# ---- div_scheduler ----
### Metal 2, div_scheduler

Scale: 2 px per um.
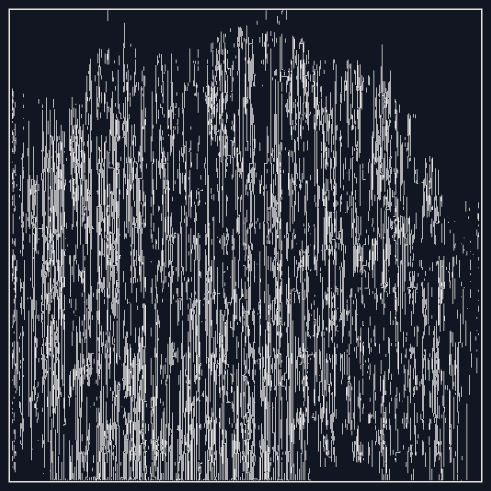

$ cat src/rtl/div_pkg.sv
// Shared types and defaults for the shared iterative divider scheduler.
package div_pkg;

    localparam int DEF_WIDTH   = 32;
    localparam int DEF_NUM_REQ = 4;
    localparam int DEF_ID_W    = $clog2(DEF_NUM_REQ);

    typedef enum logic [1:0] {
        IDLE,
        CALC,
        FIX,
        RESP
    } state_t;

    // Response record laid out at the default widths.
    typedef struct packed {
        logic [DEF_ID_W-1:0]  id;
        logic [DEF_WIDTH-1:0] quotient;
        logic [DEF_WIDTH-1:0] remainder;
        logic                 div_by_zero;
        logic                 overflow;
    } rsp_t;

endpackage

$ cat src/rtl/div_core.sv
// Unsigned radix-2 restoring divider: one quotient bit per cycle, WIDTH cycles per operation.
module div_core
    import div_pkg::*;
#(
    parameter int WIDTH = DEF_WIDTH
) (
    input  logic             clk,
    input  logic             rst_n,
    input  logic             start,
    input  logic [WIDTH-1:0] dividend,
    input  logic [WIDTH-1:0] divisor,
    output logic             busy,
    output logic             done,
    output logic [WIDTH-1:0] quotient,
    output logic [WIDTH-1:0] remainder
);

    localparam int CNT_W = $clog2(WIDTH + 1);

    logic [CNT_W-1:0] cnt;
    logic [WIDTH-1:0] divisor_q;
    logic [WIDTH:0]   trial;
    logic [WIDTH:0]   diff;

    // NOTE: every always_comb output gets a value on every path so no latch is inferred.
    always_comb begin
        trial = {remainder, quotient[WIDTH-1]};
        diff  = trial - {1'b0, divisor_q};
    end

    // The quotient register doubles as the dividend shifter; diff[WIDTH] is the borrow.
    // NOTE: sequential state uses non-blocking assignments so every register samples pre-edge values.
    always_ff @(posedge clk) begin
        if (!rst_n) begin
            busy      <= 1'b0;
            cnt       <= '0;
            quotient  <= '0;
            remainder <= '0;
            divisor_q <= '0;
        end else if (start) begin
            busy      <= 1'b1;
            cnt       <= CNT_W'(WIDTH);
            quotient  <= dividend;
            remainder <= '0;
            divisor_q <= divisor;
        end else if (busy) begin
            if (diff[WIDTH]) begin
                remainder <= trial[WIDTH-1:0];
                quotient  <= {quotient[WIDTH-2:0], 1'b0};
            end else begin
                remainder <= diff[WIDTH-1:0];
                quotient  <= {quotient[WIDTH-2:0], 1'b1};
            end
            cnt <= cnt - 1'b1;
            if (cnt == CNT_W'(1)) begin
                busy <= 1'b0;
            end
        end
    end

    assign done = busy && (cnt == CNT_W'(1));

endmodule

$ cat src/rtl/div_scheduler.sv
// Round-robin front end sharing one signed divider among NUM_REQ requesters,
// with divide-by-zero and MIN/-1 answered without running the core.
module div_scheduler
    import div_pkg::*;
#(
    parameter int WIDTH   = DEF_WIDTH,
    parameter int NUM_REQ = DEF_NUM_REQ,
    parameter int ID_W    = $clog2(NUM_REQ)
) (
    input  logic                     clk,
    input  logic                     rst_n,
    input  logic [NUM_REQ-1:0]       req_valid,
    output logic [NUM_REQ-1:0]       req_ready,
    input  logic [NUM_REQ*WIDTH-1:0] req_dividend,
    input  logic [NUM_REQ*WIDTH-1:0] req_divisor,
    output logic                     rsp_valid,
    input  logic                     rsp_ready,
    output logic [ID_W-1:0]          rsp_id,
    output logic [WIDTH-1:0]         rsp_quotient,
    output logic [WIDTH-1:0]         rsp_remainder,
    output logic                     rsp_div_by_zero,
    output logic                     rsp_overflow
);

    localparam logic [WIDTH-1:0] MIN_VAL = {1'b1, {(WIDTH-1){1'b0}}};

    state_t           state, state_next;
    logic [ID_W-1:0]  rr_ptr, grant_id, cand;
    logic             grant_found, req_fire;
    logic [WIDTH-1:0] sel_dividend, sel_divisor, mag_dividend, mag_divisor;
    logic             div_zero, overflow, quo_neg, rem_neg;
    logic             core_start, core_busy, core_done;
    logic [WIDTH-1:0] core_quotient, core_remainder;

    // First valid requester at or after rr_ptr, wrapping modulo NUM_REQ.
    always_comb begin
        grant_found = 1'b0;
        grant_id    = '0;
        cand        = '0;
        for (int i = 0; i < NUM_REQ; i++) begin
            cand = ID_W'((int'(rr_ptr) + i) % NUM_REQ);
            if (!grant_found && req_valid[cand]) begin
                grant_found = 1'b1;
                grant_id    = cand;
            end
        end
    end

    always_comb begin
        sel_dividend = '0;
        sel_divisor  = '0;
        for (int i = 0; i < NUM_REQ; i++) begin
            if (grant_id == ID_W'(i)) begin
                sel_dividend = req_dividend[i*WIDTH +: WIDTH];
                sel_divisor  = req_divisor[i*WIDTH +: WIDTH];
            end
        end
    end

    // Unsigned WIDTH-bit negation of MIN yields 2^(WIDTH-1), which is exactly |MIN|.
    assign mag_dividend = sel_dividend[WIDTH-1] ? (~sel_dividend + 1'b1) : sel_dividend;
    assign mag_divisor  = sel_divisor[WIDTH-1]  ? (~sel_divisor + 1'b1)  : sel_divisor;
    assign div_zero     = (sel_divisor == '0);
    assign overflow     = (sel_dividend == MIN_VAL) && (sel_divisor == '1);

    always_comb begin
        state_next = state;
        req_ready  = '0;
        core_start = 1'b0;
        case (state)
            IDLE: begin
                if (rst_n && grant_found) begin
                    req_ready[grant_id] = 1'b1;
                    core_start          = !(div_zero || overflow);
                    state_next          = (div_zero || overflow) ? RESP : CALC;
                end
            end
            CALC: begin
                if (core_done) begin
                    state_next = FIX;
                end else if (!core_busy) begin
                    state_next = IDLE;
                end
            end
            FIX:  state_next = RESP;
            RESP: begin
                if (rsp_ready) begin
                    state_next = IDLE;
                end
            end
            default: state_next = IDLE;
        endcase
    end

    always_ff @(posedge clk) begin
        if (!rst_n) begin
            state <= IDLE;
        end else begin
            state <= state_next;
        end
    end

    assign req_fire  = |(req_valid & req_ready);
    assign rsp_valid = (state == RESP);

    always_ff @(posedge clk) begin
        if (!rst_n) begin
            rr_ptr          <= '0;
            rsp_id          <= '0;
            rsp_quotient    <= '0;
            rsp_remainder   <= '0;
            rsp_div_by_zero <= 1'b0;
            rsp_overflow    <= 1'b0;
            quo_neg         <= 1'b0;
            rem_neg         <= 1'b0;
        end else begin
            if (req_fire) begin
                rr_ptr          <= (grant_id == ID_W'(NUM_REQ - 1)) ? '0 : grant_id + 1'b1;
                rsp_id          <= grant_id;
                quo_neg         <= sel_dividend[WIDTH-1] ^ sel_divisor[WIDTH-1];
                rem_neg         <= sel_dividend[WIDTH-1];
                rsp_div_by_zero <= div_zero;
                rsp_overflow    <= overflow;
                if (div_zero) begin
                    rsp_quotient  <= '1;
                    rsp_remainder <= sel_dividend;
                end else if (overflow) begin
                    rsp_quotient  <= MIN_VAL;
                    rsp_remainder <= '0;
                end
            end
            if (state == FIX) begin
                rsp_quotient  <= quo_neg ? (~core_quotient + 1'b1) : core_quotient;
                rsp_remainder <= rem_neg ? (~core_remainder + 1'b1) : core_remainder;
            end
        end
    end

    div_core #(
        .WIDTH (WIDTH)
    ) u_core (
        .clk       (clk),
        .rst_n     (rst_n),
        .start     (core_start),
        .dividend  (mag_dividend),
        .divisor   (mag_divisor),
        .busy      (core_busy),
        .done      (core_done),
        .quotient  (core_quotient),
        .remainder (core_remainder)
    );

endmodule
$ cat config.mk
export PLATFORM = sky130hd
export DESIGN_NAME = div_scheduler
export DESIGN_NICKNAME = d
export VERILOG_FILES = /design/src/rtl/div_pkg.sv /design/src/rtl/div_core.sv /design/src/rtl/div_scheduler.sv
export SDC_FILE = /design/constraint.sdc
export NUM_CORES = 1
export LEC_CHECK = 0
export CAP_MARGIN = 30
export CELL_PAD_IN_SITES_DETAIL_PLACEMENT = 1
export CELL_PAD_IN_SITES_GLOBAL_PLACEMENT = 2
export CORE_UTILIZATION = 26
export CTS_CLUSTER_SIZE = 28
export DETAILED_ROUTE_END_ITERATION = 10
export GPL_ROUTABILITY_DRIVEN = 0
export MAX_ROUTING_LAYER = met4
export PLACE_DENSITY_LB_ADDON = 0.2
export SYNTH_ARGS = -nofsm -noshare
export SYNTH_HDL_FRONTEND = slang
export SYNTH_SLANG_ARGS = --single-unit
$ cat constraint.sdc
create_clock -name clk -period 4.9 [get_ports clk]
set_input_delay 0.735 -clock clk [delete_from_list [all_inputs] [get_ports clk]]
set_output_delay 0.735 -clock clk [all_outputs]
set_load 0.02 [all_outputs]
# ---- xif_arbiter ----
File: src/rtl/xif_arbiter.sv
// Two-master round-robin arbiter for the split-transaction peripheral bus, with an in-order read-ID FIFO.
// Optional sticky protocol-error output err_o is enabled with the XIF_ARB_ERRCHK_EN macro.
module xif_arbiter #(
  parameter int RD_DEPTH = 4,
  parameter int ADDR_W   = 32
) (
  input  logic              clk_i,
  input  logic              arst_i,
  input  logic              m0_req_i,
  input  logic              m0_we_i,
  input  logic [ADDR_W-1:0] m0_addr_bi,
  input  logic [3:0]        m0_be_bi,
  input  logic [31:0]       m0_wdata_bi,
  output logic              m0_ack_o,
  output logic              m0_resp_o,
  output logic [31:0]       m0_rdata_bo,
  input  logic              m1_req_i,
  input  logic              m1_we_i,
  input  logic [ADDR_W-1:0] m1_addr_bi,
  input  logic [3:0]        m1_be_bi,
  input  logic [31:0]       m1_wdata_bi,
  output logic              m1_ack_o,
  output logic              m1_resp_o,
  output logic [31:0]       m1_rdata_bo,
  output logic              s_req_o,
  output logic              s_we_o,
  output logic [ADDR_W-1:0] s_addr_bo,
  output logic [3:0]        s_be_bo,
  output logic [31:0]       s_wdata_bo,
  input  logic              s_ack_i,
  input  logic              s_resp_i,
`ifdef XIF_ARB_ERRCHK_EN
  input  logic [31:0]       s_rdata_bi,
  output logic              err_o
`else
  input  logic [31:0]       s_rdata_bi
`endif
);

  localparam int PW = $clog2(RD_DEPTH);
  localparam int CW = PW + 1;
  localparam logic [CW-1:0] FULL_CNT = CW'(RD_DEPTH);

  logic                rr_last_q;
  logic                lock_q;
  logic                lock_idx_q;
  logic [RD_DEPTH-1:0] fifo_q;
  logic [PW-1:0]       wr_ptr_q;
  logic [PW-1:0]       rd_ptr_q;
  logic [CW-1:0]       count_q;

  logic fifo_full, fifo_empty;
  logic elig0, elig1;
  logic gnt_vld, gnt_idx;
  logic xfer, push, pop, head;

  assign fifo_full  = (count_q == FULL_CNT);
  assign fifo_empty = (count_q == '0);

  // Writes bypass the FIFO-full check; they never produce a response.
  assign elig0 = m0_req_i & (m0_we_i | ~fifo_full);
  assign elig1 = m1_req_i & (m1_we_i | ~fifo_full);

  always_comb begin
    gnt_vld = 1'b0;
    gnt_idx = 1'b0;
    if (lock_q) begin
      gnt_idx = lock_idx_q;
      gnt_vld = lock_idx_q ? m1_req_i : m0_req_i;
    end else if (elig0 && elig1) begin
      gnt_vld = 1'b1;
      gnt_idx = ~rr_last_q;
    end else if (elig0) begin
      gnt_vld = 1'b1;
    end else if (elig1) begin
      gnt_vld = 1'b1;
      gnt_idx = 1'b1;
    end
  end

  always_comb begin
    s_req_o    = gnt_vld;
    s_we_o     = 1'b0;
    s_addr_bo  = '0;
    s_be_bo    = '0;
    s_wdata_bo = '0;
    if (gnt_vld) begin
      s_we_o     = gnt_idx ? m1_we_i     : m0_we_i;
      s_addr_bo  = gnt_idx ? m1_addr_bi  : m0_addr_bi;
      s_be_bo    = gnt_idx ? m1_be_bi    : m0_be_bi;
      s_wdata_bo = gnt_idx ? m1_wdata_bi : m0_wdata_bi;
    end
  end

  assign xfer = s_req_o & s_ack_i;
  assign push = xfer & ~s_we_o;
  assign pop  = s_resp_i & ~fifo_empty;
  assign head = fifo_q[rd_ptr_q];

  assign m0_ack_o    = xfer & ~gnt_idx;
  assign m1_ack_o    = xfer &  gnt_idx;
  assign m0_resp_o   = pop & ~head;
  assign m1_resp_o   = pop &  head;
  assign m0_rdata_bo = m0_resp_o ? s_rdata_bi : '0;
  assign m1_rdata_bo = m1_resp_o ? s_rdata_bi : '0;

  // rr_last resets to 1 so that m0 wins the first contended grant.
  always_ff @(posedge clk_i or posedge arst_i) begin
    if (arst_i) begin
      rr_last_q  <= 1'b1;
      lock_q     <= 1'b0;
      lock_idx_q <= 1'b0;
    end else if (xfer) begin
      rr_last_q <= gnt_idx;
      lock_q    <= 1'b0;
    end else if (gnt_vld) begin
      lock_q     <= 1'b1;
      lock_idx_q <= gnt_idx;
    end else begin
      lock_q <= 1'b0;
    end
  end

  always_ff @(posedge clk_i or posedge arst_i) begin
    if (arst_i) begin
      fifo_q   <= '0;
      wr_ptr_q <= '0;
      rd_ptr_q <= '0;
      count_q  <= '0;
    end else begin
      if (push) begin
        fifo_q[wr_ptr_q] <= gnt_idx;
        wr_ptr_q         <= wr_ptr_q + PW'(1);
      end
      if (pop) rd_ptr_q <= rd_ptr_q + PW'(1);
      case ({push, pop})
        2'b10:   count_q <= count_q + CW'(1);
        2'b01:   count_q <= count_q - CW'(1);
        default: count_q <= count_q;
      endcase
    end
  end

`ifdef XIF_ARB_ERRCHK_EN
  logic err_q;
  logic lock_drop;

  // A locked master that lets go of req before being acked is a protocol violation.
  assign lock_drop = lock_q & ~(lock_idx_q ? m1_req_i : m0_req_i);

  always_ff @(posedge clk_i or posedge arst_i) begin
    if (arst_i) err_q <= 1'b0;
    else if ((s_resp_i && fifo_empty) || lock_drop) err_q <= 1'b1;
  end

  assign err_o = err_q;
`endif

endmodule

File: config.mk
export PLATFORM = sky130hd
export DESIGN_NAME = xif_arbiter
export DESIGN_NICKNAME = d
export VERILOG_FILES = /design/src/rtl/xif_arbiter.sv
export SDC_FILE = /design/constraint.sdc
export NUM_CORES = 1
export LEC_CHECK = 0
export ABC_AREA = 1
export CORE_AREA = 2 2 120 122
export CTS_CLUSTER_SIZE = 24
export DETAILED_ROUTE_END_ITERATION = 7
export DIE_AREA = 0 0 122 124
export PLACE_DENSITY = 0.68
export SLEW_MARGIN = 20
export SYNTH_ARGS = -nofsm -noshare
export SYNTH_HDL_FRONTEND = slang
export SYNTH_SLANG_ARGS = --single-unit
File: constraint.sdc
create_clock -name clk_i -period 2.7 [get_ports clk_i]
set_input_delay 0.27 -clock clk_i [delete_from_list [all_inputs] [get_ports clk_i]]
set_output_delay 0.27 -clock clk_i [all_outputs]
set_load 0.03 [all_outputs]
### Wires at chosen ports, followed through buffers, xif_arbiter

Scale: 2 px per um.
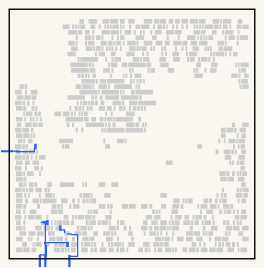
s_be_bo: in blue, direction output, edge 3 south, 1 west, end cells 4, buffers 4, wire 84.6 um.

### Placement view, xif_arbiter

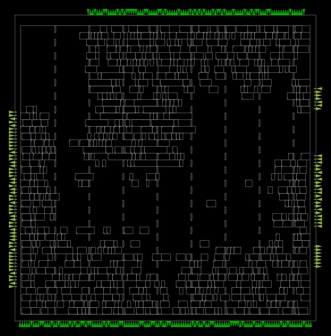
Row Count: 43
number of flip-flops and latches: 14
Tap Count: 180

==> run summary, xif_arbiter <==
Notes on the physical design

The flow ran to the end, and the final reports show no timing, DRC or antenna violations. The routed design uses 5.91 mm of met2 wire. The wire length on met1 is 5.20 mm. The data required time at the worst endpoint is 2.43 ns. The setup total negative slack is 0 ns. The combined global-route utilization of all metal layers is 14.4%. The flop share of the area is 6.47%.

The repair_antennas step left the layout with diodes totalling 1. The number of enable-type register cells in the synthesized netlist is 0. The final timing report lists a max-slew violation count of 0.

The synthesis warning total is 0. The final cell count without fillers is 918. The synthesized cell area is 2260 um^2.

The longest clock path from root to sink contains 2 buffers. Clock network power for this build is 0.000311 W. Once the clock tree was built, the setup fixing pass inserted 0 buffers.

The number of placed cells counting well taps is 913. The clock sink count is 14. The tally of max-capacitance violations is 0. The final layout report lists a filler cell count of 1,452. Of the available clock period, the critical path in the final layout requires 93.3%. Per the synth log, the flip-flop and latch total comes to 14. For the final database, setup skew stands at 0.00277 ns.

Of the total power, the clock network draws 6.2%. The standby leakage power is 3.09 nW. After synthesis, the share of cell area in mux cells is 0%. The quantity of gates resized following cts is 0.

The net switching power is 0.00288 W. Per the final report, the share of cell area in non-clock buffers is 56.3%. Leaving out the clock tree, the finished layout contains an inverter count of 54. The power report shows net switching accounting for 57.7% of the total. The buffer_ports step reported a buffer count of 313. The internal portion of total power is 0.00211 W. The upper clock frequency limit is 397 MHz. The number of logic gates is 342. The detailed-route wire length is 12.0 mm. The final weighted congestion recorded by global placement is 0.839.

According to the report, the first pass of detailed routing completed in 4 iterations. On met3, the global router reports a usage of 2.15%. The clock network area share is 1.63%. Entering global routing, the biggest net connects 75 pins.
==> xif_arbiter: worst paths after layout <==
check | to | slack [ns] | cells after the start
min in group clk_i | fifo_q[3] | 0.47 | 2
hold reg to reg | fifo_q[3] | 0.47 | 2
hold / removal | wr_ptr_q[1] | 0.38 | 2
setup / recovery | m1_rdata_bo[1] | 0.18 | 8
setup reg to reg | count_q[2] | 0.40 | 15
max in group asynchronous | rr_last_q | 1.95 | 2
### Wires at chosen ports, followed through buffers, div_scheduler

Scale: 1 px per um.
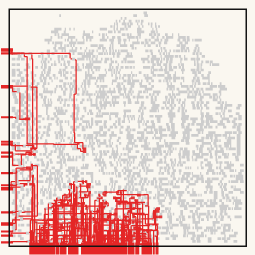
req_dividend: in red, direction input, edge 108 south, 20 west, end cells 110, buffers 128, wire 6,070 um.

## Picture notes: 'Metal 2' of div_scheduler
The layer holds 46% of the routed length. The longest straight run is 91.8 um. The layer carries 31.8 mm of wire. 2,206 nets have wire on it. The wires run mostly vertical.

==> run summary, div_scheduler <==
Notes on the physical design

The run finished with clean final reports. The data arrival time of the worst path is 5.00 ns. According to the I/O placement log, the pin count is 336. The critical path class is primary input to flop.

The reported sequential group power is 0.00193 W. At the later pin of the worst-skew pair, clock insertion delay measures 0.46 ns. The area taken by multi-input combinational cells is reported as 9770 um^2. For the pin with the worst max-slew slack, the measured transition is 0.986 ns.

The global routing's busiest layer is met2. Multi-input gates account for 48.1% of the area. For reference, full adder, half adder and majority cells occupy 3.94% of the area reported after synthesis. The initial antenna violation count is 4. The endpoint kind of the worst setup timing path is a flop. The first global-routing pass estimated 101 mm of wire. The detailed-route wire length is 68.4 mm. The slowest cell on the critical path is sky130_fd_sc_hd__clkdlybuf4s50_1. From bottom edge to top edge, the die measures 235 um.

Synthesis inferred 177 register bits. The worst hold path stage count is 2. The hold violation count in the final report is 0. The quantity of gates resized following cts is 0. The maximum net fanout on the critical path is 7. The hold buffer count at cts is 0. The area share of the largest cell type after synthesis is 25.0%.
-- div_scheduler: stage by stage --
step	hold slack (ns)	power (W)	TNS, ns	cell area, um^2	utilization, %
floorplan	0.432	0.00463	0	14200	-
global placement	0.451	0.00641	-21.28	19600	36.4
detailed placement	0.464	0.00649	-42.68	19600	36.4
CTS	0.478	0.00794	0	20200	37.5
global route	0.494	0.00844	0	20300	37.8
finish	0.474	0.00793	0	20300	37.8
-- div_scheduler: critical path: cells and delay by family --
family / cells / cell delay, ns
fa+ha+maj: 2 / 0.46
buf+inv: 7 / 1.29
simple gates: 5 / 0.96
compound gates: 8 / 1.54

# ---- fio_mem_dump ----
<file path="src/rtl/fio_pkg.sv">
// Shared constants and types for the FileIO memory readback engine.
package fio_pkg;

  localparam int mem_size       = 256;
  localparam int shmem_size     = 256;
  localparam int mem_addr_width = $clog2(mem_size);
  localparam int addr_width     = $clog2(mem_size + shmem_size);

  localparam int LINE_W         = 256;
  localparam int WORD_W         = 32;
  localparam int WORDS_PER_LINE = LINE_W / WORD_W;
  localparam int WIDX_W         = $clog2(WORDS_PER_LINE);

  typedef enum logic [2:0] {
    S_IDLE    = 3'd0,
    S_ISSUE   = 3'd1,
    S_WAIT    = 3'd2,
    S_CAPTURE = 3'd3,
    S_SEND    = 3'd4,
    S_FIN     = 3'd5
  } state_t;

  // Line addresses wrap around the whole global+shared space.
  function automatic logic [addr_width-1:0] next_line(input logic [addr_width-1:0] a);
    return a + 1'b1;
  endfunction

endpackage

</file>
<file path="src/rtl/fio_line_serializer.sv">
// Turns one captured memory line into WORDS_PER_LINE stream words,
// lowest word first, holding each word stable under back-pressure.
module fio_line_serializer
  import fio_pkg::*;
(
  input  logic                  clk,
  input  logic                  rst,
  input  logic                  clear,
  input  logic                  load,
  input  logic [LINE_W-1:0]     line_in,
  input  logic [addr_width-1:0] line_addr,
  input  logic                  last_line,
  input  logic                  ready,
  output logic                  valid,
  output logic [WORD_W-1:0]     data,
  output logic [addr_width-1:0] line,
  output logic                  last,
  output logic                  word_done
);

  localparam logic [WIDX_W-1:0] LAST_WORD = WIDX_W'(WORDS_PER_LINE - 1);

  logic [LINE_W-1:0]     shift_reg;
  logic [WIDX_W-1:0]     widx_reg;
  logic                  valid_reg;
  logic                  last_line_reg;
  logic [addr_width-1:0] line_reg;
  logic                  xfer;

  assign xfer      = valid_reg & ready;
  assign word_done = xfer && (widx_reg == LAST_WORD);

  // Load a fresh line, then shift one word out per accepted transfer.
  always_ff @(posedge clk or posedge rst) begin
    if (rst) begin
      shift_reg     <= '0;
      widx_reg      <= '0;
      valid_reg     <= 1'b0;
      last_line_reg <= 1'b0;
      line_reg      <= '0;
    end else if (clear) begin
      valid_reg <= 1'b0;
      widx_reg  <= '0;
    end else if (load) begin
      shift_reg     <= line_in;
      widx_reg      <= '0;
      valid_reg     <= 1'b1;
      line_reg      <= line_addr;
      last_line_reg <= last_line;
    end else if (xfer) begin
      shift_reg <= {{WORD_W{1'b0}}, shift_reg[LINE_W-1:WORD_W]};
      widx_reg  <= widx_reg + 1'b1;
      if (widx_reg == LAST_WORD) begin
        valid_reg <= 1'b0;
      end
    end
  end

  assign valid = valid_reg;
  assign data  = shift_reg[WORD_W-1:0];
  assign line  = line_reg;
  assign last  = valid_reg && last_line_reg && (widx_reg == LAST_WORD);

endmodule

</file>
<file path="src/rtl/fio_mem_dump.sv">
// Readback engine: sweeps a range of memory lines through the FileIO read
// port, waits out the read latency per line and streams each line as words.
module fio_mem_dump
  import fio_pkg::*;
#(
  parameter int READ_LAT = 2
) (
  input  logic                  clk,
  input  logic                  rst,
  input  logic                  start,
  input  logic                  abort,
  input  logic [addr_width-1:0] base_addr,
  input  logic [addr_width:0]   line_count,
  output logic                  busy,
  output logic                  done,
  output logic [addr_width-1:0] FIO_ADDR,
  output logic                  FIO_MEMWRITE,
  input  logic [LINE_W-1:0]     FIO_READ_DATA,
  output logic                  dout_valid,
  input  logic                  dout_ready,
  output logic [WORD_W-1:0]     dout_data,
  output logic [addr_width-1:0] dout_line,
  output logic                  dout_last
);

  localparam int LAT_W = (READ_LAT > 1) ? $clog2(READ_LAT) : 1;
  localparam logic [LAT_W-1:0]    LAT_LOAD = LAT_W'(READ_LAT - 1);
  localparam logic [addr_width:0] ONE_LINE = (addr_width + 1)'(1);

  state_t                state, state_next;
  logic [addr_width-1:0] cur_addr;
  logic [addr_width:0]   lines_rem;
  logic [LAT_W-1:0]      lat_cnt;
  logic [addr_width-1:0] fio_addr_reg;
  logic                  busy_reg;
  logic                  done_reg;
  logic                  ser_load;
  logic                  word_done;

  // State register.
  always_ff @(posedge clk or posedge rst) begin
    if (rst) begin
      state <= S_IDLE;
    end else begin
      state <= state_next;
    end
  end

  // Next-state logic; abort overrides every transition.
  always_comb begin
    state_next = state;
    ser_load   = 1'b0;
    case (state)
      S_IDLE: begin
        if (start) begin
          state_next = (line_count == '0) ? S_FIN : S_ISSUE;
        end
      end
      S_ISSUE:   state_next = S_WAIT;
      S_WAIT: begin
        if (lat_cnt == '0) begin
          state_next = S_CAPTURE;
        end
      end
      S_CAPTURE: begin
        ser_load   = 1'b1;
        state_next = S_SEND;
      end
      S_SEND: begin
        if (word_done) begin
          state_next = (lines_rem == ONE_LINE) ? S_FIN : S_ISSUE;
        end
      end
      S_FIN:     state_next = S_IDLE;
      default:   state_next = S_IDLE;
    endcase
    if (abort) begin
      state_next = S_IDLE;
      ser_load   = 1'b0;
    end
  end

  // Sweep bookkeeping: address/line counters, read latency and status flags.
  always_ff @(posedge clk or posedge rst) begin
    if (rst) begin
      cur_addr     <= '0;
      lines_rem    <= '0;
      lat_cnt      <= '0;
      fio_addr_reg <= '0;
      busy_reg     <= 1'b0;
      done_reg     <= 1'b0;
    end else begin
      busy_reg <= state_next inside {S_ISSUE, S_WAIT, S_CAPTURE, S_SEND};
      done_reg <= (state == S_FIN) && !abort;
      if (!abort) begin
        case (state)
          S_IDLE: begin
            if (start && (line_count != '0)) begin
              cur_addr  <= base_addr;
              lines_rem <= line_count;
            end
          end
          S_ISSUE: begin
            fio_addr_reg <= cur_addr;
            lat_cnt      <= LAT_LOAD;
          end
          S_WAIT: begin
            if (lat_cnt != '0) begin
              lat_cnt <= lat_cnt - 1'b1;
            end
          end
          S_SEND: begin
            if (word_done) begin
              lines_rem <= lines_rem - 1'b1;
              cur_addr  <= next_line(cur_addr);
            end
          end
          default: ;
        endcase
      end
    end
  end

  fio_line_serializer u_ser (
    .clk       (clk),
    .rst       (rst),
    .clear     (abort),
    .load      (ser_load),
    .line_in   (FIO_READ_DATA),
    .line_addr (cur_addr),
    .last_line (lines_rem == ONE_LINE),
    .ready     (dout_ready),
    .valid     (dout_valid),
    .data      (dout_data),
    .line      (dout_line),
    .last      (dout_last),
    .word_done (word_done)
  );

  assign busy         = busy_reg;
  assign done         = done_reg;
  assign FIO_ADDR     = fio_addr_reg;
  assign FIO_MEMWRITE = 1'b0;

endmodule

</file>
<file path="config.mk">
export PLATFORM = sky130hd
export DESIGN_NAME = fio_mem_dump
export DESIGN_NICKNAME = d
export VERILOG_FILES = /design/src/rtl/fio_pkg.sv /design/src/rtl/fio_line_serializer.sv /design/src/rtl/fio_mem_dump.sv
export SDC_FILE = /design/constraint.sdc
export NUM_CORES = 1
export LEC_CHECK = 0
export ABC_AREA = 0
export ABC_CLOCK_PERIOD_IN_PS = 10340
export CAP_MARGIN = 20
export CORE_MARGIN = 3
export CORE_UTILIZATION = 45
export CTS_CLUSTER_DIAMETER = 120
export DETAILED_ROUTE_END_ITERATION = 8
export PLACE_DENSITY = 0.78
export REMOVE_ABC_BUFFERS = 1
export SLEW_MARGIN = 20
export SYNTH_ARGS = -nofsm -noshare
export SYNTH_HDL_FRONTEND = slang
export SYNTH_SLANG_ARGS = --single-unit
export TNS_END_PERCENT = 20
</file>
<file path="constraint.sdc">
create_clock -name clk -period 10.34 [get_ports clk]
set_input_delay 1.551 -clock clk [delete_from_list [all_inputs] [get_ports clk]]
set_output_delay 1.551 -clock clk [all_outputs]
set_load 0.02 [all_outputs]
</file>
# ---- llpm_select_round_robin ----
<file path="src/rtl/llpm_select_pkg.sv">
// llpm_select_pkg
// Shared definitions for the LLPM select vertices.
//   - clog2(): constant function used to elaborate the CLog2* parameters.
//   - LLPM_SEL_* localparams: default widths and counts that the select
//     vertices and their arbitration state registers are sized from.
package llpm_select_pkg;

    // Ceiling log2 with a floor of 1, so a one-entry range still gets a bit.
    function automatic int clog2(input int value);
        int result;
        result = 0;
        while ((1 << result) < value) begin
            result = result + 1;
        end
        if (result < 1) begin
            result = 1;
        end
        return result;
    endfunction

    localparam int LLPM_SEL_WIDTH       = 8;
    localparam int LLPM_SEL_NUM_INPUTS  = 4;
    localparam int LLPM_SEL_MAX_BURST   = 4;
    localparam int LLPM_SEL_LAST_W      = clog2(LLPM_SEL_NUM_INPUTS);
    localparam int LLPM_SEL_CNT_W       = clog2(LLPM_SEL_MAX_BURST);

endpackage

</file>
<file path="src/rtl/llpm_rr_pick.sv">
// llpm_rr_pick
// Combinational rotating priority encoder. Scans x_valid starting one past
// the base index `last`, wrapping modulo NumInputs; `last` itself is scanned
// at the very end so the most recently served input has lowest priority.
// Ports:
//   x_valid   in  NumInputs       request vector
//   last      in  CLog2NumInputs  base index (most recently served input)
//   pick      out CLog2NumInputs  first requesting index after `last`
//   any_valid out 1               OR of x_valid; pick is meaningful only if 1
module llpm_rr_pick
    import llpm_select_pkg::*;
#(
    parameter int NumInputs      = LLPM_SEL_NUM_INPUTS,
    parameter int CLog2NumInputs = clog2(NumInputs)
) (
    input  logic [NumInputs-1:0]      x_valid,
    input  logic [CLog2NumInputs-1:0] last,
    output logic [CLog2NumInputs-1:0] pick,
    output logic                      any_valid
);

    int   idx;
    logic found;

    always_comb begin
        pick  = last;
        found = 1'b0;
        idx   = 0;
        for (int k = 1; k <= NumInputs; k++) begin
            idx = (int'(last) + k) % NumInputs;
            if (!found && x_valid[idx[CLog2NumInputs-1:0]]) begin
                pick  = idx[CLog2NumInputs-1:0];
                found = 1'b1;
            end
        end
    end

    assign any_valid = |x_valid;

endmodule

</file>
<file path="src/rtl/llpm_select_round_robin.sv">
// llpm_select_round_robin
// Fair arbitrated select vertex: merges NumInputs valid/backpressure channels
// onto one output channel. Data and control are purely combinational; the
// only state is arbitration history (last served input, plus burst hold).
//
// Handshake: a channel transfers on a cycle where its valid is 1 and its
// backpressure (bp) is 0. Valid may drop while stalled; nothing is buffered,
// the select simply re-arbitrates in the same cycle.
//
// Ports:
//   clk       in  1                     rising-edge clock
//   resetn    in  1                     synchronous active-low reset
//   x         in  Width x NumInputs     input data (unpacked array)
//   x_valid   in  NumInputs             input valid
//   x_bp      out NumInputs             input backpressure (1 = stall)
//   a         out Width                 output data
//   a_valid   out 1                     output valid
//   a_bp      in  1                     output backpressure
//   a_sel     out CLog2NumInputs        selected input (meaningful when a_valid)
//
// Build option: define LLPM_SELECT_RR_BURST_EN to let a granted input keep
// ownership for up to MaxBurst consecutive transfers. Without it, the grant
// rotates after every transfer and MaxBurst/CLog2MaxBurst have no effect.
module llpm_select_round_robin
    import llpm_select_pkg::*;
#(
    parameter int Width          = LLPM_SEL_WIDTH,
    parameter int NumInputs      = LLPM_SEL_NUM_INPUTS,
    parameter int CLog2NumInputs = clog2(NumInputs),
    parameter int MaxBurst       = LLPM_SEL_MAX_BURST,
    parameter int CLog2MaxBurst  = clog2(MaxBurst)
) (
    input  logic                      clk,
    input  logic                      resetn,
    input  logic [Width-1:0]          x [NumInputs],
    input  logic [NumInputs-1:0]      x_valid,
    output logic [NumInputs-1:0]      x_bp,
    output logic [Width-1:0]          a,
    output logic                      a_valid,
    input  logic                      a_bp,
    output logic [CLog2NumInputs-1:0] a_sel
);

    logic [CLog2NumInputs-1:0] last;
    logic                      held;
    logic [CLog2MaxBurst-1:0]  cnt;

    logic [CLog2NumInputs-1:0] pick;
    logic [CLog2NumInputs-1:0] sel;
    logic                      any_valid;
    logic                      keep;
    logic                      fire;

    logic [CLog2NumInputs-1:0] last_d;
    logic                      held_d;
    logic [CLog2MaxBurst-1:0]  cnt_d;

    llpm_rr_pick #(
        .NumInputs      (NumInputs),
        .CLog2NumInputs (CLog2NumInputs)
    ) u_pick (
        .x_valid   (x_valid),
        .last      (last),
        .pick      (pick),
        .any_valid (any_valid)
    );

    // The current owner keeps the grant only while it is still requesting.
    assign keep = held && x_valid[last];
    assign sel  = keep ? last : pick;
    assign fire = resetn && any_valid && !a_bp;

    assign a_valid = resetn && any_valid;
    assign a       = x[sel];
    assign a_sel   = sel;

    always_comb begin
        for (int i = 0; i < NumInputs; i++) begin
            x_bp[i] = !resetn || a_bp
                      || !(any_valid && (sel == CLog2NumInputs'(i)));
        end
    end

    always_comb begin
        last_d = last;
        held_d = held;
        cnt_d  = cnt;
        if (fire) begin
            last_d = sel;
            if (keep) begin
                if (cnt == CLog2MaxBurst'(MaxBurst - 1)) begin
                    held_d = 1'b0;
                    cnt_d  = '0;
                end else begin
                    cnt_d = cnt + CLog2MaxBurst'(1);
                end
            end else if (MaxBurst > 1) begin
                held_d = 1'b1;
                cnt_d  = CLog2MaxBurst'(1);
            end else begin
                held_d = 1'b0;
                cnt_d  = '0;
            end
        end else if (held && !x_valid[last]) begin
            // Owner released early; last is left pointing at it.
            held_d = 1'b0;
            cnt_d  = '0;
        end
    end

    always_ff @(posedge clk) begin
        if (!resetn) begin
            last <= CLog2NumInputs'(NumInputs - 1);
        end else begin
            last <= last_d;
        end
    end

`ifdef LLPM_SELECT_RR_BURST_EN
    always_ff @(posedge clk) begin
        if (!resetn) begin
            held <= 1'b0;
            cnt  <= '0;
        end else begin
            held <= held_d;
            cnt  <= cnt_d;
        end
    end
`else
    // No burst hold: the grant rotates after every transfer.
    assign held = 1'b0;
    assign cnt  = '0;

    logic unused_burst_state;
    assign unused_burst_state = ^{held_d, cnt_d};
`endif

endmodule

</file>
<file path="config.mk">
export PLATFORM = sky130hd
export DESIGN_NAME = llpm_select_round_robin
export DESIGN_NICKNAME = d
export VERILOG_FILES = /design/src/rtl/llpm_select_pkg.sv /design/src/rtl/llpm_rr_pick.sv /design/src/rtl/llpm_select_round_robin.sv
export SDC_FILE = /design/constraint.sdc
export NUM_CORES = 1
export LEC_CHECK = 0
export ABC_AREA = 1
export CAP_MARGIN = 20
export CORE_MARGIN = 1.5
export CORE_UTILIZATION = 41
export CTS_CLUSTER_DIAMETER = 30
export CTS_CLUSTER_SIZE = 16
export DETAILED_ROUTE_END_ITERATION = 12
export GPL_ROUTABILITY_DRIVEN = 0
export PLACE_DENSITY_LB_ADDON = 0.25
export SETUP_SLACK_MARGIN = 0.15
export SYNTH_ARGS = -nofsm -noshare
export SYNTH_HDL_FRONTEND = slang
export SYNTH_SLANG_ARGS = --single-unit
</file>
<file path="constraint.sdc">
create_clock -name clk -period 3.1 [get_ports clk]
set_clock_uncertainty 0.2 [all_clocks]
set_input_delay 0.465 -clock clk [delete_from_list [all_inputs] [get_ports clk]]
set_output_delay 0.465 -clock clk [all_outputs]
set_load 0.005 [all_outputs]
</file>

==> gallery <==
Wires at chosen ports, followed through buffers.
picture 1
Scale: 6 px per um.
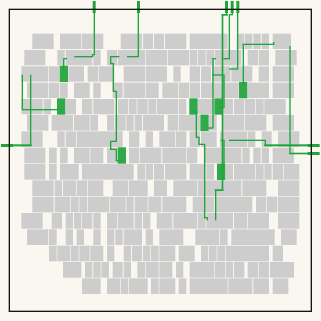
picture 2
Scale: 1.5 px per um.
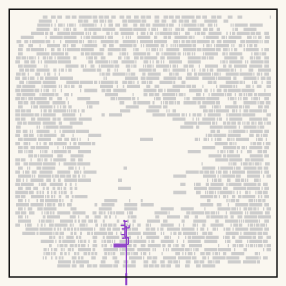
Of these, largest die: picture 2
Of these, most cells: picture 2
Picture 2 comes from fio_mem_dump.
Picture 1 comes from llpm_select_round_robin.

Key to picture 2:
dout_valid: in purple, direction output, edge south, end cells 1, buffers 1, wire 69.9 um.

### Metal 2, fio_mem_dump

Scale: 3 px per um.
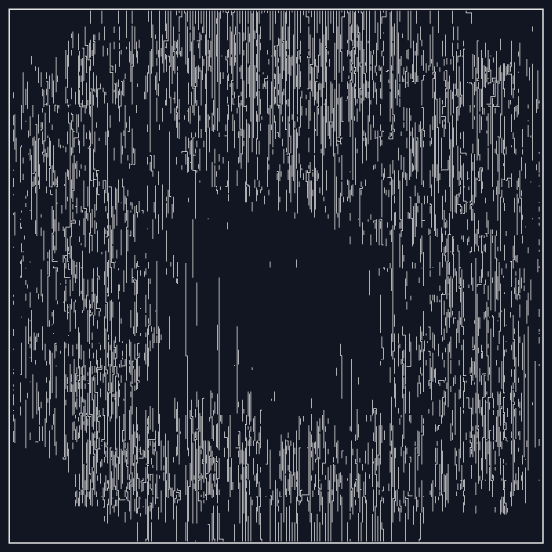
The wires run mostly vertical. The layer carries 16,000 um of wire. The layer holds 46% of the routed length.
met2 layer usage reported by global route: 33.1%
total wire length after detailed routing: 34.7 mm
total vias in the final route: 11.0k

==> run summary, fio_mem_dump <==
Notes on the physical design

The endpoint of the lowest-slack register-to-register path is u_ser.shift_reg[209]. The quantity of gates resized following cts is 0. The fraction of synthesized area in multiplexers is 1.12%. For the final database, setup skew stands at 0.0100 ns.

The top routing layer in use is met4. For reference, the critical path is launched at abort. The post-CTS setup buffer count is 0. The power per cell area is 232 nW/um^2. The tally of max-capacitance violations is 0. Counting instances, the worst hold path has a depth of 2. The register with the most flip-flops in the layout has 256 of them. The initial antenna violation count is 2. The worst hold path begins at u_ser.line[1]. The number of logic gates is 853. The adder-cell share of the synthesized area is 0.473%. The finished layout holds 1,987 standard cells, fillers aside. Counting the fill cells in the layout gives 2,351. The combined global-route utilization of all metal layers is 21.3%.

The final non-filler cell area is 17,500 um^2. Yosys mapped a number of flops with a built-in enable equal to 0. The number of distinct library cells after synthesis is 58. The cell count after synthesis came out at 1,327. The area share of the largest cell type after synthesis is 57.5%. The insertion delay at the late pin of the worst-skew pair is 0.50 ns. The final critical path takes up 39.5% of the cycle. Per the OpenROAD floorplan log, the width of the die is 177 um. The total stage count of the critical path is 7.

The data arrival time of the worst path is 4.50 ns. The commonest register cell after synthesis is sky130_fd_sc_hd__dfrtp_1. For this block, wires on met1 add up to 14.8 mm. The register-to-register setup slack is 7.48 ns. The leakage power in the latest report is 8.25 nW. The flow ran to the end, and the final reports show no timing, DRC or antenna violations.
[fio_mem_dump: through the flow]
stage,worst slack (ns),setup TNS (ns),hold WS [ns]
2_1_floorplan,-7.36,-1544.95,0.443
3_3_place_gp,5.81,0,0.467
3_5_place_dp,5.76,0,0.470
4_1_cts,6.29,0,0.490
5_1_grt,6.02,0,0.518
6_report,6.26,0,0.483
[fio_mem_dump: power by group]
group	leakage (nW)	switching (W)	internal, W	total [W]
Combinational	3.82	0.000449	0.000573	0.00102
Sequential	3.95	0.000296	0.00165	0.00194
Clock	0.484	0.000462	0.000634	0.00110
### Metal 2, llpm_select_round_robin

Scale: 10 px per um.
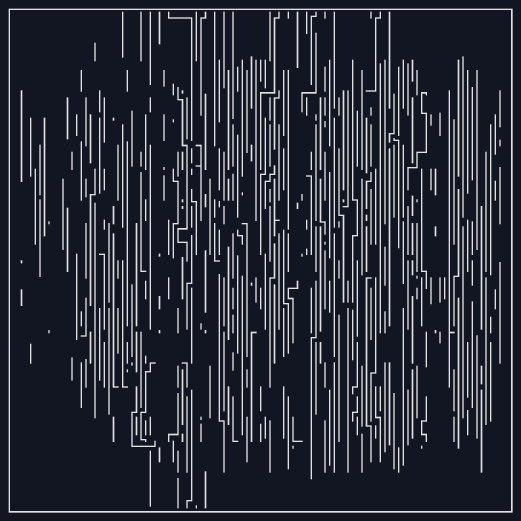
248 nets have wire on it. The layer carries 2,120 um of wire. The wires run mostly vertical. The layer holds 50% of the routed length. The longest straight run is 29.6 um.
total wire length after detailed routing: 4.22 mm
met2 layer usage reported by global route: 50.9%
total vias in the final route: 1,506

==> run summary, llpm_select_round_robin <==
Notes on the physical design

Of all cell types, the one taking the most synthesized area is sky130_fd_sc_hd__nand3_1. In this run the cell area of the synthesized design comes to 910 um^2. In the detailed route, the total length drawn on met2 is 2.12 mm. Looking at the post-CTS report, the setup buffer insertion count equals 6. The post-placement cell area is 1450 um^2. The initial standard-cell utilization of the core is 45.0%. The main area contributors are sky130_fd_sc_hd__nand3_1 (25%), sky130_fd_sc_hd__nand2_1 (24%), sky130_fd_sc_hd__inv_1 (9.1%). Per the post-run analysis, buffers plus inverters along the critical path come to 3. The detailed router reports a met3 wire length of 321 um. The worst setup path is launched from a flop. The portion of the layout cell area used by non-clock buffers is 43.4%. The number of logic gates is 135. The later pin in the worst-skew pair is clocked with a latency of 0.23 ns. The number of flip-flops in the largest register is 2. The total stage count of the critical path is 11. The flow ran to the end, and the final reports show no timing, DRC or antenna violations. Summed over all failing endpoints, the final setup total negative slack is 0 ns. Clock tree synthesis inserted a total of 3 buffers. STA lists the startpoint of the worst hold path as last[0].

For this design the ratio of total power to cell area is 1620 nW/um^2. The post-synthesis area per instance is 5.45 um^2. In this run the vertical extent of the chip is 50.1 um. The most critical setup path has its startpoint at last[0].

The fraction of synthesis flops using an asynchronous set or reset pin is 0%. For the worst setup path, the data arrival time is 2.24 ns. The slowest stage of the critical path belongs to the cell sky130_fd_sc_hd__clkdlybuf4s50_1. The number of antenna diodes is 0. The core footprint is 2020 um^2. In the final report, the number of hold violations comes to 0.
## llpm_select_round_robin: power breakdown
| group | total [W] | switching (W) | internal [W] |
|---|---|---|---|
| registers | 0.0000782 | 0.0000323 | 0.0000459 |
| clock network | 0.0000597 | 0.0000169 | 0.0000428 |
| logic | 0.00268 | 0.00147 | 0.00121 |
| total | 0.00281 | 0.00152 | 0.00129 |
## llpm_select_round_robin: kinds of logic after synthesis
kind of cell           count (synthesis)  synth area share, %
AOI/OAI and AO/OA                      2                 1.51
DFF                                    2                 4.40
and+or+nand+nor                      130                 74.4
buffers and inverters                 33                 19.7

# ---- mem_dump_reader ----
[src/rtl/mem_dump_reader_pkg.sv]
// Shared definitions for the debug memory dump reader: FSM encoding, memory access size, word geometry.
package mem_dump_reader_pkg;

    typedef enum logic [2:0] {
        ST_IDLE    = 3'd0,
        ST_ADDR    = 3'd1,
        ST_LATCH   = 3'd2,
        ST_SEND    = 3'd3,
        ST_WAIT_TX = 3'd4,
        ST_NEXT    = 3'd5,
        ST_DONE    = 3'd6
    } state_t;

    // Full word, no sign extension, no write.
    localparam logic [4:0] SIZE_WORD      = 5'b00000;
    localparam int         BYTES_PER_WORD = 4;
    localparam int         BYTE_IDX_W     = $clog2(BYTES_PER_WORD);

    function automatic logic [7:0] top_byte(input logic [31:0] w);
        return w[31:24];
    endfunction

endpackage

[src/rtl/word_to_byte_serializer.sv]
// Holds one memory word and hands it to the UART MSB first, one byte per start pulse.
// tx_start is registered: it is high in the cycle after a load or an advance.
module word_to_byte_serializer
    import mem_dump_reader_pkg::*;
(
    input  logic        clk,
    input  logic        rst_n,
    input  logic        clear,
    input  logic        load,
    input  logic [31:0] word,
    input  logic        advance,
    output logic        tx_start,
    output logic [7:0]  tx_data,
    output logic        last_byte
);

    logic [31:0]           shift;
    logic [BYTE_IDX_W-1:0] byte_idx;

    always_ff @(posedge clk) begin
        if (!rst_n || clear) begin
            shift    <= '0;
            byte_idx <= '0;
            tx_start <= 1'b0;
        end else begin
            tx_start <= load || advance;
            if (load) begin
                shift    <= word;
                byte_idx <= '0;
            end else if (advance) begin
                shift    <= {shift[23:0], 8'h00};
                byte_idx <= byte_idx + 1'b1;
            end
        end
    end

    // The outgoing byte always sits in the top lane, so it is stable across WAIT_TX.
    assign tx_data   = top_byte(shift);
    assign last_byte = (byte_idx == BYTE_IDX_W'(BYTES_PER_WORD - 1));

endmodule

[src/rtl/mem_dump_reader.sv]
// Walks a range of data-memory words and streams each as 4 bytes (MSB first) to the UART TX.
// First byte starts 3 cycles after i_start; byte pacing follows i_tx_done; i_abort drops to idle silently.
module mem_dump_reader
    import mem_dump_reader_pkg::*;
#(
    parameter int MEM_SIZE    = 1024,
    parameter int ADDR_LENGTH = 32,
    parameter int DATA_LENGTH = 32,
    parameter int CNT_WIDTH   = $clog2(MEM_SIZE) + 1
) (
    input  logic                   i_clk,
    input  logic                   i_rst,
    input  logic                   i_start,
    input  logic                   i_abort,
    input  logic [ADDR_LENGTH-1:0] i_base_addr,
    input  logic [CNT_WIDTH-1:0]   i_word_count,
    output logic [ADDR_LENGTH-1:0] o_mem_addr,
    output logic                   o_mem_re,
    output logic [4:0]             o_size_control,
    input  logic [DATA_LENGTH-1:0] i_mem_data,
    output logic [7:0]             o_tx_data,
    output logic                   o_tx_start,
    input  logic                   i_tx_done,
    output logic                   o_busy,
    output logic                   o_done
);

    localparam int AW = $clog2(MEM_SIZE);

    state_t               state;
    logic [AW-1:0]        addr;
    logic [CNT_WIDTH-1:0] remaining;
    logic [CNT_WIDTH-1:0] count_clamped;
    logic                 mem_re;
    logic                 busy;
    logic                 done;
    logic                 ser_load;
    logic                 ser_advance;
    logic                 last_byte;
    logic                 unused_base_hi;

    // Only the low AW bits of the base address select a word; the rest wrap away.
    assign unused_base_hi = ^i_base_addr[ADDR_LENGTH-1:AW];

    assign count_clamped = (i_word_count > CNT_WIDTH'(MEM_SIZE)) ? CNT_WIDTH'(MEM_SIZE)
                                                                 : i_word_count;

    always_ff @(posedge i_clk) begin
        if (!i_rst || i_abort) begin
            state     <= ST_IDLE;
            addr      <= '0;
            remaining <= '0;
            mem_re    <= 1'b0;
            busy      <= 1'b0;
            done      <= 1'b0;
        end else begin
            done <= 1'b0;
            case (state)
                ST_IDLE: begin
                    if (i_start) begin
                        busy <= 1'b1;
                        if (i_word_count == '0) begin
                            done  <= 1'b1;
                            state <= ST_DONE;
                        end else begin
                            addr      <= i_base_addr[AW-1:0];
                            remaining <= count_clamped;
                            mem_re    <= 1'b1;
                            state     <= ST_ADDR;
                        end
                    end
                end
                ST_ADDR: begin
                    state <= ST_LATCH;
                end
                ST_LATCH: begin
                    mem_re <= 1'b0;
                    state  <= ST_SEND;
                end
                ST_SEND: begin
                    state <= ST_WAIT_TX;
                end
                ST_WAIT_TX: begin
                    if (i_tx_done) begin
                        state <= last_byte ? ST_NEXT : ST_SEND;
                    end
                end
                ST_NEXT: begin
                    if (remaining == CNT_WIDTH'(1)) begin
                        done  <= 1'b1;
                        state <= ST_DONE;
                    end else begin
                        remaining <= remaining - 1'b1;
                        addr      <= addr + 1'b1;
                        mem_re    <= 1'b1;
                        state     <= ST_ADDR;
                    end
                end
                ST_DONE: begin
                    busy  <= 1'b0;
                    state <= ST_IDLE;
                end
                default: begin
                    mem_re <= 1'b0;
                    busy   <= 1'b0;
                    state  <= ST_IDLE;
                end
            endcase
        end
    end

    // Memory data is valid during LATCH (one cycle after the address), captured at its end.
    assign ser_load    = (state == ST_LATCH);
    assign ser_advance = (state == ST_WAIT_TX) && i_tx_done && !last_byte;

    word_to_byte_serializer u_serializer (
        .clk       (i_clk),
        .rst_n     (i_rst),
        .clear     (i_abort),
        .load      (ser_load),
        .word      (i_mem_data[31:0]),
        .advance   (ser_advance),
        .tx_start  (o_tx_start),
        .tx_data   (o_tx_data),
        .last_byte (last_byte)
    );

    assign o_mem_addr     = {{(ADDR_LENGTH-AW){1'b0}}, addr};
    assign o_mem_re       = mem_re;
    assign o_size_control = SIZE_WORD;
    assign o_busy         = busy;
    assign o_done         = done;

    a_re_only_busy: assert property (@(posedge i_clk) disable iff (!i_rst) o_mem_re |-> o_busy);
    a_tx_only_busy: assert property (@(posedge i_clk) disable iff (!i_rst) o_tx_start |-> o_busy);

endmodule

[config.mk]
export PLATFORM = sky130hd
export DESIGN_NAME = mem_dump_reader
export DESIGN_NICKNAME = d
export VERILOG_FILES = /design/src/rtl/mem_dump_reader_pkg.sv /design/src/rtl/word_to_byte_serializer.sv /design/src/rtl/mem_dump_reader.sv
export SDC_FILE = /design/constraint.sdc
export NUM_CORES = 1
export LEC_CHECK = 0
export CORE_ASPECT_RATIO = 0.7
export CORE_MARGIN = 2
export CORE_UTILIZATION = 49
export DETAILED_ROUTE_END_ITERATION = 12
export PLACE_DENSITY = 0.9
export SLEW_MARGIN = 20
export SYNTH_ARGS = -nofsm -noshare
export SYNTH_HDL_FRONTEND = slang
export SYNTH_HIERARCHICAL = 1
export SYNTH_SLANG_ARGS = --single-unit
[constraint.sdc]
create_clock -name i_clk -period 3.5 [get_ports i_clk]
set_input_delay 0.7 -clock i_clk [delete_from_list [all_inputs] [get_ports i_clk]]
set_output_delay 0.7 -clock i_clk [all_outputs]
set_load 0.01 [all_outputs]
### Routed metal, one color a layer, mem_dump_reader

Scale: 2 px per um. Only two layers are drawn.
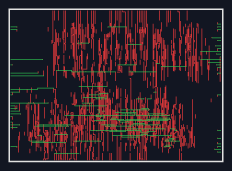
metal 3: in green, wire length 773 um. metal 2: in red, wire length 4,230 um.
total wire length after detailed routing: 9.23 mm
WL per Instance: 16.0 um
global routing usage summed across all routing layers: 23.1%

### I/O pins on the die edge, mem_dump_reader

Scale: 4 px per um. Pins as bars across the die edge, other pins in gray.
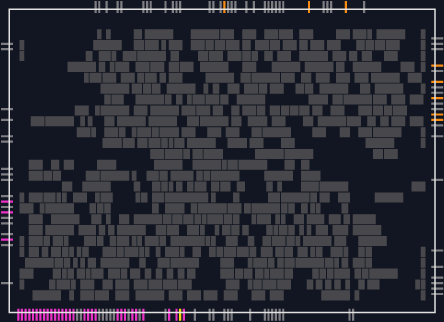
o_tx_data: in orange, pins 8, direction output, edge 5 east, 3 north. o_mem_re: in yellow, pins 1, direction output, edge south. i_base_addr: in magenta, pins 32, direction input, edge 29 south, 3 west.
All pins by edge: 55 south, 33 north, 22 east, 19 west.

==> run summary <==
Notes on the physical design

The area share of and-or/or-and cells after synthesis is 19.6%. All stages included, the depth of the critical timing path comes to 7. After Yosys synthesis, full adders, half adders and majority gates account for 1.40% of the synthesized area. The internal portion of total power is 0.00116 W. The warning tally printed by Yosys for this design is 6.

The flow ran to the end, and the final reports show no timing, DRC or antenna violations. The synthesized cell area is 3570 um^2. The root buffer cell chosen for the clock tree is sky130_fd_sc_hd__clkbuf_8. The longest clock path from root to sink contains 2 buffers.

The count of buffers added on input and output ports is 79. The cell count in the Yosys report is 420. The gate count of the mapped netlist is 420. The final hold violation count recorded for this run is 0.

Across all layers, the routed design uses 3,280 vias. The worst path uses 74.8% of the clock period. The end of the worst hold path is o_mem_re. Headroom to the max-slew limit came out at 45.4%. Ranking logic cells in the layout by count gives the top entries sky130_fd_sc_hd__clkdlybuf4s50_1 (79), sky130_fd_sc_hd__dfxtp_1 (62), sky130_fd_sc_hd__a21oi_1 (36). The number of setup violations in the final report is 0. For reference, the top cells by area after synthesis are sky130_fd_sc_hd__dfxtp_1 (35%), sky130_fd_sc_hd__buf_4 (8.0%), sky130_fd_sc_hd__mux2i_1 (7.0%). The hold buffer count at cts is 0. The synthesized-area fraction occupied by and/or/nand/nor cells is 22.2%.

The endpoint kind of the worst setup timing path is a flop. The flow reports that the clock network draws 38.7% of the design power. The worst setup path is launched from a primary input. Grouping stages by cell kind, the critical path spends the most delay in simple AND/OR/NAND/NOR gates.

At the pin with the least slew margin, the transition time is 0.818 ns. For the sequential group, total power comes out at 0.000739 W. The largest registers in the layout are u_serializer/shift x32, remaining x11, addr x10. The commonest non-fill, non-tap cell in the layout is sky130_fd_sc_hd__clkdlybuf4s50_1.

The largest share of the power goes to sequential cells. After synthesis, the share of cell area in mux cells is 7.01%. In this run the most critical hold path is launched from o_mem_re. The most critical min-delay path falls under flop to flop. The tally of max-capacitance violations is 0.

The data required time at the worst endpoint is 3.73 ns. The number of H-tree levels is 3. According to the I/O placement log, the pin count is 129.

The part of the power in combinational logic is 14.1%. According to the timing report, the critical path is captured at addr[5]. The clock-pin transition on the worst setup and hold timing paths is 0.07 ns. In this run the VDD rail shows a maximum IR drop of 0.209 mV.

The standby leakage power is 1.52 nW. The endpoint of the lowest-slack register-to-register path is addr[0]. The power per cell area is 356 nW/um^2. The worst hold path stage count is 2. Routability-driven placement finished with a final weighted congestion of 0.884. At the end of the flow, the number of nets in the layout was 561.

Sorting the synthesized cells by how often they occur yields sky130_fd_sc_hd__dfxtp_1 (62), sky130_fd_sc_hd__buf_4 (38), sky130_fd_sc_hd__a21oi_1 (36). Summing all non-filler instances in the final layout gives an area of 4400 um^2. The critical path contains buffers and inverters numbering 2 combined. Per the STA report, the cell with the highest stage delay on the worst path is sky130_fd_sc_hd__or3b_2. Counting flops and latches in the post-synthesis netlist gives 62.

Per the synthesis report, the single largest cell type by area occupies 34.8% of cell area. Yosys mapped a number of flops with a built-in enable equal to 0. The area of placed instances is 4210 um^2. The area overhead of the layout relative to synthesis is 23.1%.

Setup repair after global routing left no endpoint under its margin. The longest individual stage delay on the worst path is 0.63 ns. The post-placement setup slack is 0.593 ns.

The violation tally recorded at the end of detailed-routing iteration 0 is 257. The number of inserted filler cells in the final layout is 601. The setup clock skew after layout is 0.00909 ns. The detailed-placement wirelength estimate is 6.45 mm.

The power in the clock group is 0.000605 W. Once placement completed, the tool counted placed cells totaling 560.
### Placement view, mem_dump_reader

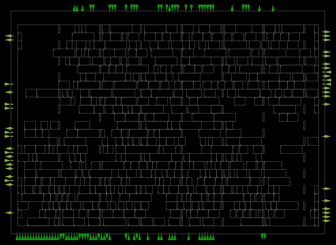
utilization after layout: 63.6%
sequential fraction of total cell area: 28.2%
number of flip-flops and latches: 62
Row Count: 25
Tap Count: 94

[layer usage]
metal | up-vias | part of all wire (%) | global-route usage, %
met5 | - | 0 | 0
met4 | 0 | 1.1 | 6.43
met3 | 15 | 8.4 | 4.45
met2 | 169 | 46 | 35.4
met1 | 1524 | 45 | 33.4
li1 | 1572 | - | -
[area by class of cell]
| class | instances | share of cell area [%] |
|---|---|---|
| multi-input cells | 312 | 45.3 |
| flip-flops and latches | 62 | 28.2 |
| repair buffers | 84 | 18.8 |
| clock buffers | 9 | 2.82 |
| well taps | 94 | 2.68 |
| clock inverters | 7 | 1.48 |
| inverters | 8 | 0.683 |


==> layout pictures side by side <==
Placement view.
panel A
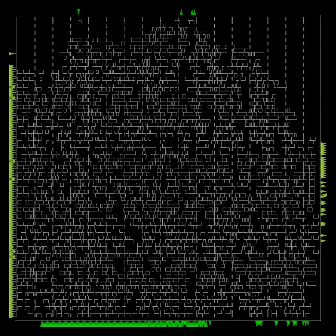
panel B
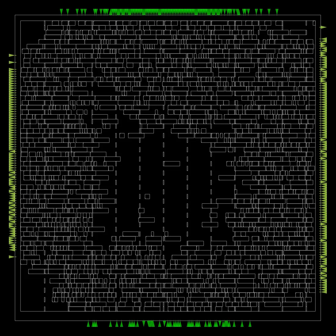
panel C
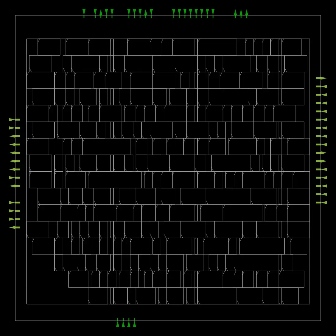
Of these, fewest cells: panel C
Of these, fewest sequential cells: panel C
Panel C comes from llpm_select_round_robin.
Panel A comes from div_scheduler.
Panel B comes from fio_mem_dump.

Power figures rest on the tool's default switching activity, not on a simulated workload.
